==================== muldiv_sequencer
===== config.mk =====
export PLATFORM = sky130hd
export DESIGN_NAME = muldiv_sequencer
export DESIGN_NICKNAME = d
export VERILOG_FILES = /design/src/rtl/muldiv_sequencer.sv
export SDC_FILE = /design/constraint.sdc
export NUM_CORES = 1
export LEC_CHECK = 0
export ABC_CLOCK_PERIOD_IN_PS = 3300
export CELL_PAD_IN_SITES_DETAIL_PLACEMENT = 1
export CELL_PAD_IN_SITES_GLOBAL_PLACEMENT = 2
export CORE_MARGIN = 4
export CORE_UTILIZATION = 30
export DETAILED_ROUTE_END_ITERATION = 6
export PLACE_DENSITY = 0.71
export SKIP_CTS_REPAIR_TIMING = 1
export SLEW_MARGIN = 20
export SYNTH_ARGS = -nofsm -noshare
export SYNTH_HDL_FRONTEND = slang
export SYNTH_SLANG_ARGS = --single-unit

===== constraint.sdc =====
create_clock -name clk -period 3.3 [get_ports clk]
set_clock_uncertainty 0.15 [all_clocks]
set_input_delay 0.66 -clock clk [delete_from_list [all_inputs] [get_ports clk]]
set_output_delay 0.66 -clock clk [all_outputs]
set_load 0.02 [all_outputs]

===== src/rtl/muldiv_sequencer.sv =====
// muldiv_sequencer: iterative M-extension engine (MUL/MULH/MULHSU/MULHU/DIV/DIVU/REM/REMU).
// A shift-add multiplier and a restoring divider share one 2*XLEN working register and
// run one iteration per cycle. Control is an IDLE/CALC/FIX/DONE FSM with a start/busy/done
// handshake.
// Optional build macro FAST_MUL_EN:
//   - When defined, the MUL* ops finish at accept using a combinational full product.
//   - When undefined, every op takes the iterative path.
// Ports:
//   clk, rst_n    clock (rising edge) and asynchronous active-low reset
//   start, kill   op request (taken in IDLE/DONE); flush that aborts any op
//   op            M-group function select (alufn[2:0])
//   rs1, rs2      operand a (dividend/multiplicand), operand b (divisor/multiplier)
//   busy          high in CALC and FIX
//   stall_o       holds the core: busy, or start that does not complete next cycle
//   done          one-cycle pulse, result valid
//   result        registered result, held until the next op completes
module muldiv_sequencer #(
  parameter int unsigned XLEN = 32
) (
  input  logic            clk,
  input  logic            rst_n,
  input  logic            start,
  input  logic            kill,
  input  logic [2:0]      op,
  input  logic [XLEN-1:0] rs1,
  input  logic [XLEN-1:0] rs2,
  output logic            busy,
  output logic            stall_o,
  output logic            done,
  output logic [XLEN-1:0] result
);

  localparam int unsigned CntW = $clog2(XLEN);

  localparam logic [2:0] OpMul    = 3'b000;
  localparam logic [2:0] OpMulh   = 3'b001;
  localparam logic [2:0] OpMulhsu = 3'b010;
  localparam logic [2:0] OpDiv    = 3'b100;
  localparam logic [2:0] OpRem    = 3'b110;

  typedef enum logic [1:0] {StIdle, StCalc, StFix, StDone} state_e;

  state_e                state_q, state_d;
  logic [CntW-1:0]       cnt_q, cnt_d;
  logic [2*XLEN-1:0]     acc_q, acc_d;     // mul: {hi, multiplier}; div: {rem, quotient}
  logic [XLEN-1:0]       opnd_q, opnd_d;   // mul: multiplicand; div: divisor
  logic [2:0]            op_q, op_d;
  logic                  neg_q, neg_d;     // negate product / quotient
  logic                  sign_a_q, sign_a_d;
  logic [XLEN-1:0]       result_q, result_d;

  // Accept-time operand conditioning
  logic            is_div, signed_a, signed_b, sa, sb;
  logic [XLEN-1:0] a_mag, b_mag;
  logic            special;
  logic [XLEN-1:0] special_res;

  always_comb begin
    is_div   = op[2];
    signed_a = (op == OpMulh) || (op == OpMulhsu) || (op == OpDiv) || (op == OpRem);
    signed_b = (op == OpMulh) || (op == OpDiv) || (op == OpRem);
    sa       = signed_a & rs1[XLEN-1];
    sb       = signed_b & rs2[XLEN-1];
    a_mag    = sa ? (~rs1 + 1'b1) : rs1;
    b_mag    = sb ? (~rs2 + 1'b1) : rs2;
  end

  logic div_zero, div_ovf;
  always_comb begin
    div_zero = is_div && (rs2 == '0);
    div_ovf  = ((op == OpDiv) || (op == OpRem)) &&
               (rs1 == {1'b1, {(XLEN-1){1'b0}}}) && (rs2 == '1);
  end

`ifdef FAST_MUL_EN
  logic [2*XLEN-1:0] full_p, full_s;
  always_comb begin
    full_p = {{XLEN{1'b0}}, a_mag} * {{XLEN{1'b0}}, b_mag};
    full_s = (sa ^ sb) ? (~full_p + 1'b1) : full_p;
    special     = is_div ? (div_zero || div_ovf) : 1'b1;
    special_res = '0;
    if (!is_div) begin
      special_res = (op == OpMul) ? full_s[XLEN-1:0] : full_s[2*XLEN-1:XLEN];
    end else if (div_zero) begin
      special_res = op[1] ? rs1 : '1;
    end else begin
      special_res = op[1] ? '0 : rs1;
    end
  end
`else
  always_comb begin
    special     = div_zero || div_ovf;
    special_res = '0;
    if (div_zero) begin
      special_res = op[1] ? rs1 : '1;
    end else begin
      special_res = op[1] ? '0 : rs1;
    end
  end
`endif

  // One iteration of each algorithm
  logic [XLEN:0]     mul_sum, div_shift, div_diff;
  logic [2*XLEN-1:0] mul_step, div_step;
  always_comb begin
    mul_sum   = {1'b0, acc_q[2*XLEN-1:XLEN]} + (acc_q[0] ? {1'b0, opnd_q} : '0);
    mul_step  = {mul_sum, acc_q[XLEN-1:1]};
    div_shift = acc_q[2*XLEN-1:XLEN-1];
    div_diff  = div_shift - {1'b0, opnd_q};
    // Borrow out of the subtraction means the trial quotient bit is 0: restore.
    if (!div_diff[XLEN]) begin
      div_step = {div_diff[XLEN-1:0], acc_q[XLEN-2:0], 1'b1};
    end else begin
      div_step = {div_shift[XLEN-1:0], acc_q[XLEN-2:0], 1'b0};
    end
  end

  // Sign correction and word select
  logic [2*XLEN-1:0] prod_s;
  logic [XLEN-1:0]   quot, rem, fix_res;
  always_comb begin
    prod_s = neg_q ? (~acc_q + 1'b1) : acc_q;
    quot   = acc_q[XLEN-1:0];
    rem    = acc_q[2*XLEN-1:XLEN];
    if (!op_q[2]) begin
      fix_res = (op_q == OpMul) ? prod_s[XLEN-1:0] : prod_s[2*XLEN-1:XLEN];
    end else if (!op_q[1]) begin
      fix_res = neg_q ? (~quot + 1'b1) : quot;
    end else begin
      fix_res = sign_a_q ? (~rem + 1'b1) : rem;
    end
  end

  always_comb begin
    state_d  = state_q;
    cnt_d    = cnt_q;
    acc_d    = acc_q;
    opnd_d   = opnd_q;
    op_d     = op_q;
    neg_d    = neg_q;
    sign_a_d = sign_a_q;
    result_d = result_q;
    if (kill) begin
      state_d = StIdle;
      cnt_d   = '0;
    end else begin
      unique case (state_q)
        StIdle, StDone: begin
          state_d = StIdle;
          if (start) begin
            op_d     = op;
            neg_d    = sa ^ sb;
            sign_a_d = sa;
            if (special) begin
              state_d  = StDone;
              result_d = special_res;
            end else begin
              state_d = StCalc;
              cnt_d   = CntW'(XLEN - 1);
              acc_d   = {{XLEN{1'b0}}, (is_div ? a_mag : b_mag)};
              opnd_d  = is_div ? b_mag : a_mag;
            end
          end
        end
        StCalc: begin
          acc_d = op_q[2] ? div_step : mul_step;
          if (cnt_q == '0) begin
            state_d = StFix;
          end else begin
            cnt_d = cnt_q - CntW'(1);
          end
        end
        StFix: begin
          result_d = fix_res;
          state_d  = StDone;
        end
        default: state_d = StIdle;
      endcase
    end
  end

  always_ff @(posedge clk or negedge rst_n) begin
    if (!rst_n) begin
      state_q  <= StIdle;
      cnt_q    <= '0;
      acc_q    <= '0;
      opnd_q   <= '0;
      op_q     <= '0;
      neg_q    <= 1'b0;
      sign_a_q <= 1'b0;
      result_q <= '0;
    end else begin
      state_q  <= state_d;
      cnt_q    <= cnt_d;
      acc_q    <= acc_d;
      opnd_q   <= opnd_d;
      op_q     <= op_d;
      neg_q    <= neg_d;
      sign_a_q <= sign_a_d;
      result_q <= result_d;
    end
  end

  always_comb begin
    busy    = (state_q == StCalc) || (state_q == StFix);
    done    = (state_q == StDone);
    stall_o = busy || (start && (state_d != StDone));
    result  = result_q;
  end

endmodule


==================== sad_best_match
**config.mk**
```make
export PLATFORM = sky130hd
export DESIGN_NAME = sad_best_match
export DESIGN_NICKNAME = d
export VERILOG_FILES = /design/src/rtl/sad_best_match.sv
export SDC_FILE = /design/constraint.sdc
export NUM_CORES = 1
export LEC_CHECK = 0
export ABC_AREA = 1
export CORE_MARGIN = 8
export CORE_UTILIZATION = 24
export CTS_BUF_LIST = sky130_fd_sc_hd__clkbuf_4
export DETAILED_ROUTE_END_ITERATION = 16
export PLACE_DENSITY_LB_ADDON = 0.25
export SYNTH_ARGS = -nofsm -noshare
export SYNTH_HDL_FRONTEND = slang
export SYNTH_SLANG_ARGS = --single-unit
```
**constraint.sdc**
```tcl
create_clock -name Clk -period 2.1 [get_ports Clk]
set_input_delay 0.42 -clock Clk [delete_from_list [all_inputs] [get_ports Clk]]
set_output_delay 0.42 -clock Clk [all_outputs]
set_load 0.02 [all_outputs]
```
**src/rtl/sad_best_match.sv**
```systemverilog
// sad_best_match: scans the SAD result SRAM after the SAD engine finishes and
// reports the smallest result and its index (the best-matching block).
//
// Build option: define SAD_BEST_MATCH_MAX_EN to also track the largest result
// (Max_Sad / Max_Idx). Without it those ports and registers do not exist and
// the minimum path is unchanged.
//
// Read timing: the SRAM returns data one cycle after address+enable, so a
// one-bit valid and an index register follow the address by one cycle and
// the compare happens on the edge after the data appears. The DRAIN state
// exists only to compare the final element after the last read is issued.

module sad_best_match #(
    parameter int N_ENTRIES = 128,
    parameter int CA_WIDTH  = 7,
    parameter int D_WIDTH   = 32
) (
    input  logic                Clk,
    input  logic                Rst,
    input  logic                Go,
    output logic [CA_WIDTH-1:0] C_Addr,
    output logic                C_RW,
    output logic                C_En,
    input  logic [D_WIDTH-1:0]  C_Data,
    output logic [D_WIDTH-1:0]  Min_Sad,
    output logic [CA_WIDTH-1:0] Min_Idx,
`ifdef SAD_BEST_MATCH_MAX_EN
    output logic [D_WIDTH-1:0]  Max_Sad,
    output logic [CA_WIDTH-1:0] Max_Idx,
`endif
    output logic                Done
);

    localparam logic [1:0] ST_IDLE  = 2'd0;
    localparam logic [1:0] ST_READ  = 2'd1;
    localparam logic [1:0] ST_DRAIN = 2'd2;
    localparam logic [1:0] ST_DONE  = 2'd3;

    localparam logic [CA_WIDTH-1:0] LAST_ADDR = CA_WIDTH'(N_ENTRIES - 1);
    localparam logic [CA_WIDTH-1:0] ADDR_ZERO = {CA_WIDTH{1'b0}};
    localparam logic [CA_WIDTH-1:0] ADDR_ONE  = CA_WIDTH'(1);
    localparam logic [D_WIDTH-1:0]  DATA_ONES = {D_WIDTH{1'b1}};
    localparam logic [D_WIDTH-1:0]  DATA_ZERO = {D_WIDTH{1'b0}};

    logic [1:0]          state_r;
    logic [1:0]          state_nxt_s;
    logic [CA_WIDTH-1:0] addr_nxt_s;
    logic                en_nxt_s;
    logic                done_nxt_s;
    logic                clear_s;

    logic                valid_r;
    logic [CA_WIDTH-1:0] idx_r;
    logic                first_r;
    logic                cmp_en_s;
    logic                take_min_s;
`ifdef SAD_BEST_MATCH_MAX_EN
    logic                take_max_s;
`endif

    // Next-state, next-address and start/clear decisions for the scan FSM
    always_comb begin
        state_nxt_s = state_r;
        addr_nxt_s  = C_Addr;
        en_nxt_s    = C_En;
        done_nxt_s  = Done;
        clear_s     = 1'b0;
        case (state_r)
            ST_IDLE: begin
                clear_s    = 1'b1;
                addr_nxt_s = ADDR_ZERO;
                done_nxt_s = 1'b0;
                if (Go) begin
                    state_nxt_s = ST_READ;
                    en_nxt_s    = 1'b1;
                end else begin
                    state_nxt_s = ST_IDLE;
                    en_nxt_s    = 1'b0;
                end
            end
            ST_READ: begin
                done_nxt_s = 1'b0;
                if (C_Addr == LAST_ADDR) begin
                    // Last address already presented: stop reading, hold address.
                    state_nxt_s = ST_DRAIN;
                    en_nxt_s    = 1'b0;
                    addr_nxt_s  = C_Addr;
                end else begin
                    state_nxt_s = ST_READ;
                    en_nxt_s    = 1'b1;
                    addr_nxt_s  = C_Addr + ADDR_ONE;
                end
            end
            ST_DRAIN: begin
                state_nxt_s = ST_DONE;
                en_nxt_s    = 1'b0;
                done_nxt_s  = 1'b1;
            end
            ST_DONE: begin
                if (Go) begin
                    // Restart behaves exactly like a start from IDLE.
                    state_nxt_s = ST_READ;
                    clear_s     = 1'b1;
                    addr_nxt_s  = ADDR_ZERO;
                    en_nxt_s    = 1'b1;
                    done_nxt_s  = 1'b0;
                end else begin
                    state_nxt_s = ST_DONE;
                    en_nxt_s    = 1'b0;
                    done_nxt_s  = 1'b1;
                end
            end
            default: begin
                // Unreachable encoding: fall back to a clean idle.
                state_nxt_s = ST_IDLE;
                clear_s     = 1'b1;
                addr_nxt_s  = ADDR_ZERO;
                en_nxt_s    = 1'b0;
                done_nxt_s  = 1'b0;
            end
        endcase
    end

    // Compare enables: only aligned read data during the scan is considered
    always_comb begin
        cmp_en_s   = valid_r && ((state_r == ST_READ) || (state_r == ST_DRAIN));
        take_min_s = cmp_en_s && (first_r || (C_Data < Min_Sad));
`ifdef SAD_BEST_MATCH_MAX_EN
        take_max_s = cmp_en_s && (first_r || (C_Data > Max_Sad));
`endif
    end

    // FSM state, SRAM address/enable and Done flag registers
    always_ff @(posedge Clk or negedge Rst) begin
        if (!Rst) begin
            state_r <= ST_IDLE;
            C_Addr  <= ADDR_ZERO;
            C_En    <= 1'b0;
            Done    <= 1'b0;
        end else begin
            state_r <= state_nxt_s;
            C_Addr  <= addr_nxt_s;
            C_En    <= en_nxt_s;
            Done    <= done_nxt_s;
        end
    end

    // SRAM direction is read-only for this block
    always_ff @(posedge Clk or negedge Rst) begin
        if (!Rst) begin
            C_RW <= 1'b0;
        end else begin
            C_RW <= 1'b0;
        end
    end

    // One-cycle valid/index pipe aligning the address with returned data
    always_ff @(posedge Clk or negedge Rst) begin
        if (!Rst) begin
            valid_r <= 1'b0;
            idx_r   <= ADDR_ZERO;
        end else begin
            valid_r <= C_En;
            idx_r   <= C_Addr;
        end
    end

    // First-element flag: forces the first compared element to load
    always_ff @(posedge Clk or negedge Rst) begin
        if (!Rst) begin
            first_r <= 1'b1;
        end else if (clear_s) begin
            first_r <= 1'b1;
        end else if (cmp_en_s) begin
            first_r <= 1'b0;
        end else begin
            first_r <= first_r;
        end
    end

    // Running minimum; strict less-than so ties keep the lowest index
    always_ff @(posedge Clk or negedge Rst) begin
        if (!Rst) begin
            Min_Sad <= DATA_ONES;
            Min_Idx <= ADDR_ZERO;
        end else if (clear_s) begin
            Min_Sad <= DATA_ONES;
            Min_Idx <= ADDR_ZERO;
        end else if (take_min_s) begin
            Min_Sad <= C_Data;
            Min_Idx <= idx_r;
        end else begin
            Min_Sad <= Min_Sad;
            Min_Idx <= Min_Idx;
        end
    end

`ifdef SAD_BEST_MATCH_MAX_EN
    // Running maximum; strict greater-than so ties keep the lowest index
    always_ff @(posedge Clk or negedge Rst) begin
        if (!Rst) begin
            Max_Sad <= DATA_ZERO;
            Max_Idx <= ADDR_ZERO;
        end else if (clear_s) begin
            Max_Sad <= DATA_ZERO;
            Max_Idx <= ADDR_ZERO;
        end else if (take_max_s) begin
            Max_Sad <= C_Data;
            Max_Idx <= idx_r;
        end else begin
            Max_Sad <= Max_Sad;
            Max_Idx <= Max_Idx;
        end
    end
`else
    // Zero constant is only consumed by the optional maximum path.
    logic unused_zero_s;
    assign unused_zero_s = ^DATA_ZERO;
`endif

endmodule

```
==================== tt_um_priority_decoder
--- src/rtl/tt_um_priority_decoder.sv ---
`default_nettype none
// ============================================================================
// Module      : tt_um_priority_decoder
// Description : Registered index-to-one-hot decoder. Takes the 8-bit result
//               code of a 16-input priority encoder (0..15 = index of the
//               highest set input, 0xF0 = no input set, anything else is
//               illegal) and rebuilds the 16-bit one-hot vector. The vector
//               is shown one byte at a time on uo_out. Status flags go out
//               on uio_out[7:4].
//
//               Optional feature macro: PRIORITY_DECODER_ACCUM_EN
//                 defined   : a sticky 16-bit mask ORs successive decodes.
//                             uio_in[3] selects mask or one-hot for display.
//                             uio_out[7] reports a full mask.
//                 undefined : no mask register is built. uio_in[3] is
//                             ignored and uio_out[7] is tied to 0.
//
// Ports       : clk      in   clock, rising edge
//               rst_n    in   synchronous active-low reset
//               ena      in   power-good, ignored
//               ui_in    in   [7:0] code byte from the encoder
//               uio_in   in   [0] valid, [1] clear, [2] byte select,
//                             [3] display mode, [7:4] unused
//               uo_out   out  selected byte of the displayed vector
//               uio_out  out  [3:0] 0, [4] none, [5] error, [6] vld_out,
//                             [7] mask full
//               uio_oe   out  constant 8'hF0 (upper nibble driven)
//
// Revision    : 1.0  initial release
// ============================================================================
module tt_um_priority_decoder (
  input  logic       clk,
  input  logic       rst_n,
  input  logic       ena,
  input  logic [7:0] ui_in,
  input  logic [7:0] uio_in,
  output logic [7:0] uo_out,
  output logic [7:0] uio_out,
  output logic [7:0] uio_oe
);

  localparam logic [7:0] C_CODE_NONE = 8'hF0;
  localparam logic [7:0] C_OE_MASK   = 8'hF0;

  // --------------------------------------------------------------------------
  // Control field extraction
  // --------------------------------------------------------------------------
  logic w_valid;
  logic w_clear;
  logic w_sel;
  logic w_mode;

  assign w_valid = uio_in[0];
  assign w_clear = uio_in[1];
  assign w_sel   = uio_in[2];
  assign w_mode  = uio_in[3];

  // --------------------------------------------------------------------------
  // Code classification
  // A legal index has a zero upper nibble. The "none" code and the
  // illegal codes both decode to an all-zero vector.
  // --------------------------------------------------------------------------
  logic        w_legal;
  logic        w_none;
  logic        w_illegal;
  logic [15:0] w_decode;

  always_comb begin
    w_legal   = (ui_in[7:4] == 4'h0);
    w_none    = (ui_in == C_CODE_NONE);
    w_illegal = !w_legal && !w_none;
    w_decode  = 16'h0000;
    if (w_legal) begin
      w_decode[ui_in[3:0]] = 1'b1;
    end
  end

  // --------------------------------------------------------------------------
  // Capture registers: one-hot result, flags and output strobe
  // --------------------------------------------------------------------------
  logic [15:0] onehot_q, onehot_d;
  logic        none_q,   none_d;
  logic        err_q,    err_d;
  logic        vld_q,    vld_d;

  // A valid capture wins over clear. Clear only zeroes the held result
  // when no new code arrives in the same cycle.
  always_comb begin
    onehot_d = onehot_q;
    none_d   = none_q;
    err_d    = err_q;
    vld_d    = 1'b0;
    if (w_valid) begin
      onehot_d = w_decode;
      none_d   = w_none;
      err_d    = w_illegal;
      vld_d    = 1'b1;
    end else if (w_clear) begin
      onehot_d = 16'h0000;
      none_d   = 1'b0;
      err_d    = 1'b0;
    end
  end

  always_ff @(posedge clk) begin
    if (!rst_n) begin
      onehot_q <= 16'h0000;
      none_q   <= 1'b0;
      err_q    <= 1'b0;
      vld_q    <= 1'b0;
    end else begin
      onehot_q <= onehot_d;
      none_q   <= none_d;
      err_q    <= err_d;
      vld_q    <= vld_d;
    end
  end

  // --------------------------------------------------------------------------
  // Optional accumulation mask and display selection
  // --------------------------------------------------------------------------
  logic [15:0] w_display;
  logic        w_mask_full;
  logic        w_unused;

`ifdef PRIORITY_DECODER_ACCUM_EN
  logic [15:0] mask_q, mask_d;

  // Clear acts before the OR, so clear+valid leaves just the new decode.
  // None and illegal codes decode to zero and so leave the mask alone.
  always_comb begin
    mask_d = (w_clear ? 16'h0000 : mask_q) | (w_valid ? w_decode : 16'h0000);
  end

  always_ff @(posedge clk) begin
    if (!rst_n) begin
      mask_q <= 16'h0000;
    end else begin
      mask_q <= mask_d;
    end
  end

  assign w_display   = w_mode ? mask_q : onehot_q;
  assign w_mask_full = (mask_q == 16'hFFFF);
  assign w_unused    = &{1'b0, ena, uio_in[7:4]};
`else
  assign w_display   = onehot_q;
  assign w_mask_full = 1'b0;
  assign w_unused    = &{1'b0, ena, uio_in[7:4], w_mode};
`endif

  // --------------------------------------------------------------------------
  // Outputs: byte select and mode are combinational, no added latency
  // --------------------------------------------------------------------------
  assign uo_out  = w_sel ? w_display[15:8] : w_display[7:0];
  assign uio_out = {w_mask_full, vld_q, err_q, none_q, 4'b0000};
  assign uio_oe  = C_OE_MASK;

endmodule
`default_nettype wire

--- config.mk ---
export PLATFORM = sky130hd
export DESIGN_NAME = tt_um_priority_decoder
export DESIGN_NICKNAME = d
export VERILOG_FILES = /design/src/rtl/tt_um_priority_decoder.sv
export SDC_FILE = /design/constraint.sdc
export NUM_CORES = 1
export LEC_CHECK = 0
export CAP_MARGIN = 20
export CORE_ASPECT_RATIO = 0.6
export CORE_UTILIZATION = 36
export CTS_CLUSTER_SIZE = 25
export DETAILED_ROUTE_END_ITERATION = 12
export HOLD_SLACK_MARGIN = 0.06
export PLACE_DENSITY = 0.78
export SLEW_MARGIN = 15
export SYNTH_ARGS = -nofsm -noshare
export SYNTH_HDL_FRONTEND = slang
export SYNTH_SLANG_ARGS = --single-unit
--- constraint.sdc ---
create_clock -name clk -period 1.1 [get_ports clk]
set_clock_uncertainty 0.2 [all_clocks]
set_input_delay 0.22 -clock clk [delete_from_list [all_inputs] [get_ports clk]]
set_output_delay 0.22 -clock clk [all_outputs]
set_load 0.1 [all_outputs]
Fig. 1: sad_best_match, placement density heat map
Scale bar: 50 um. The die is cut into 13 by 13 equal tiles; dark blue is low, red is high, 0 to 100% covered.
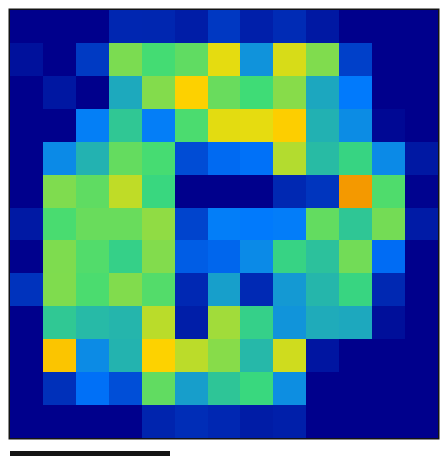
nearly empty tiles: 27%
tiles over 75% full: 3.0%
emptiest ninth of the die: lower right
Layout Utilization: 37.8%
core footprint: 13,700 um^2

==> flow_summary.yaml, sad_best_match <==
# flow metrics
drt:
  routed-wl-met3_um: 530
  routed_via_density: 4.35
  wirelength_mm: 9.71
layout:
  clk_share_pct: 2.73
  n_all_buffers: 129
  nonClkBufAreaFrac_pct: 24.6
  flops: 59
  sh_seq_area_pct: 29.3
  final_area_um2: 5190
yosys:
  synth_top_area_share_pct: 26.0
  yosysTopAreaCell: "dfstp_2"
  simple_gate_share_pct: 25.2
  yosys-top-cells-count: "nand3_1 (77), nand2_1 (69), inv_1 (53)"
  mux_share_pct: 0
grt:
  antenna_found_initial: 0
power_and_ir_drop:
  combPwrFrac_pct: 59.6
  p_switching_mw: 2.85
  p_clk_share_pct: 12.1
setup_path:
  r2r_cells: 12
  worstPathRequired_ns: 2.44
final_timing:
  holdWs_ns: 0.297
  setup_violations: 0
  fin_worst_skew_ns: 0.0186
floorplanning:
  die_height_um: 134
  initCoreUtil_pct: 24.3
clocking:
  cts_hold_buf: 0
  clkTransAtPathRegs_ns: 0.11
  cts_htree_levels: 3
flow_run:
  cap_violations: 0
outcome:
  status: "complete, no violations"
Fig. 2: muldiv_sequencer, placement density heat map
Scale bar: 50 um. The die is cut into 23 by 23 equal tiles; dark blue is low, red is high, 0 to 100% covered.
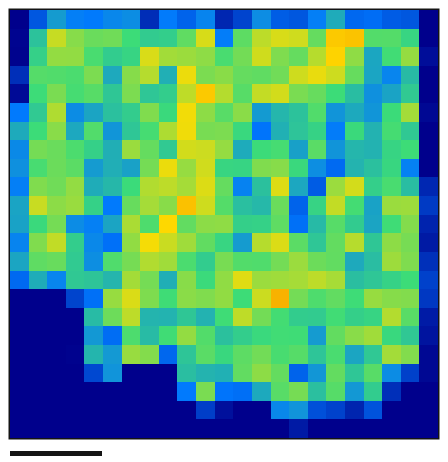
tiles over 75% full: 1.3%
fullest tile: 80%
mean over tiles: 40%
densest ninth of the die: centre
nearly empty tiles: 16%
core footprint: 50,300 um^2
starting density of the core: 30.4%
Layout Utilization: 45.0%

==> flow_summary.yaml, muldiv_sequencer <==
# flow metrics
yosys:
  mux_share_pct: 4.71
  edf_count: 0
layout:
  sh_seq_area_pct: 15.5
  n_all_buffers: 624
  nonClkBufAreaFrac_pct: 24.4
  mostFrequentLayoutCells: "buf_4 (462), nor2_1 (201), a21oi_1 (159)"
outcome:
  violations: "setup timing"
  status: "finished, violations left"
final_timing:
  setup_violations: 84
  fin_ws_ns: -0.412
power_and_ir_drop:
  power_density_nw_per_um2: 527
  pg_seq_mw: 2.29
  p_leak_nw: 10.1
hold_path:
  hold_class: "primary input to async pin"
clocking:
  cts_htree_levels: 4
grt:
  antenna_found_initial: 1
  overflow: 0
setup_path:
  path_class: "flip-flop to flip-flop"
  crit_arrival_ns: 3.90
drt:
  wirelength_mm: 77.1
place:
  port_buffers: 105
Fig. 3: tt_um_priority_decoder, metal 2
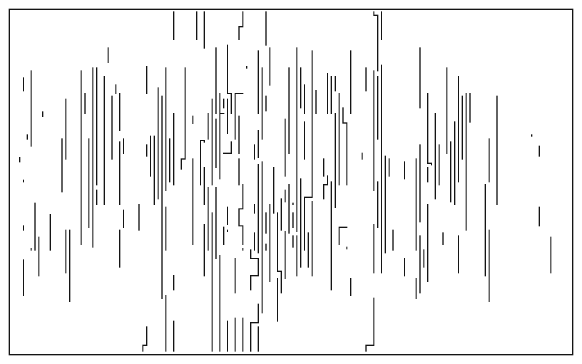
longest straight run: 24.8 um
main direction: vertical
nets with wire on the layer: 131
share of all routed wire: 48%
met2 Resource Use GR: 35.5%
via count: 791
WL final: 2.26 mm

==> flow_summary.yaml, tt_um_priority_decoder <==
# flow metrics
floorplanning:
  initCoreUtil_pct: 40.3
setup_path:
  crit_path_end: "uo_out[3]"
power_and_ir_drop:
  total_power_mw: 1.65
  intPower_mw: 1.07
  combPwrFrac_pct: 26.5
layout:
  final_util_pct: 67.0
  num_antenna_cells: 0
  comb.multi_input.count: 74
clocking:
  clkTransAtPathRegs_ns: 0.08
final_timing:
  setup_violations: 14
  fin_ws_ns: -0.363
yosys:
  yosys_cells: 101
  mux_share_pct: 9.82
  ys_sh_xor_pct: 0
outcome:
  violations: "setup timing"
  status: "finished, violations left"
grt:
  grt_start_max_net_pins: 12
place:
  placed_cell_area_um2: 1360

==> screenshots <==
Track usage over the die.
Plate I
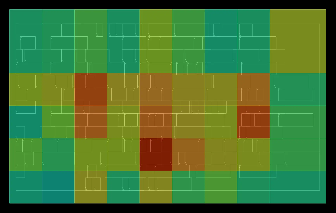
Plate II
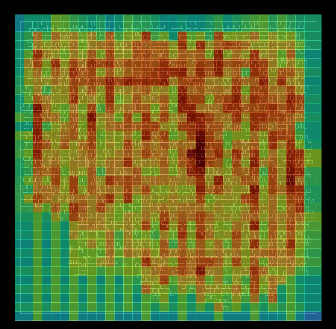
Plate III
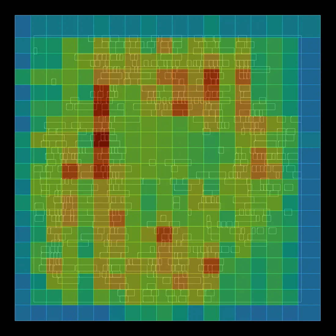
- lowest track usage: Plate III
Plate III comes from sad_best_match.
Plate I comes from tt_um_priority_decoder.
Plate II comes from muldiv_sequencer.



==> screenshots <==
The metal 1 layer.
panel A
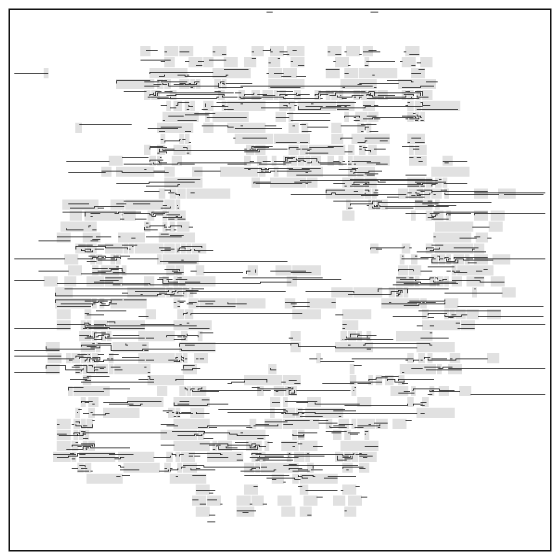
panel B
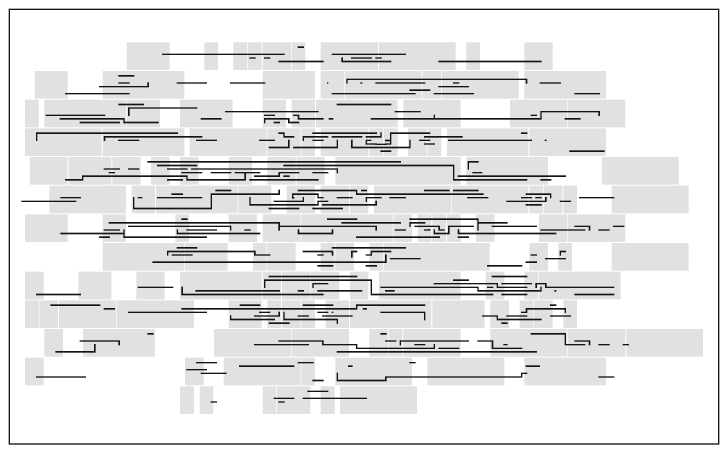
panel C
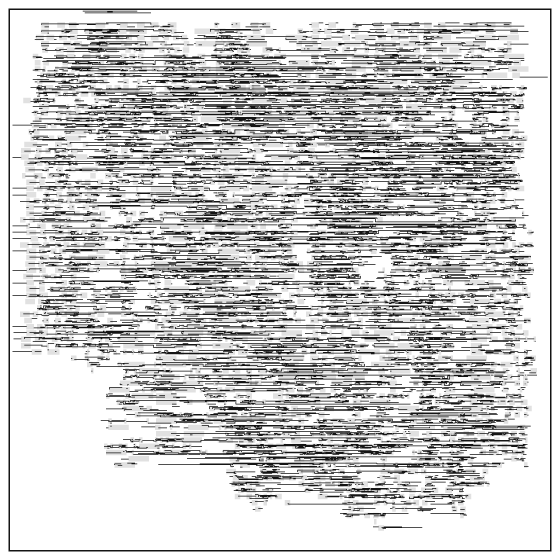
panel A: sad_best_match
panel B: tt_um_priority_decoder
panel C: muldiv_sequencer

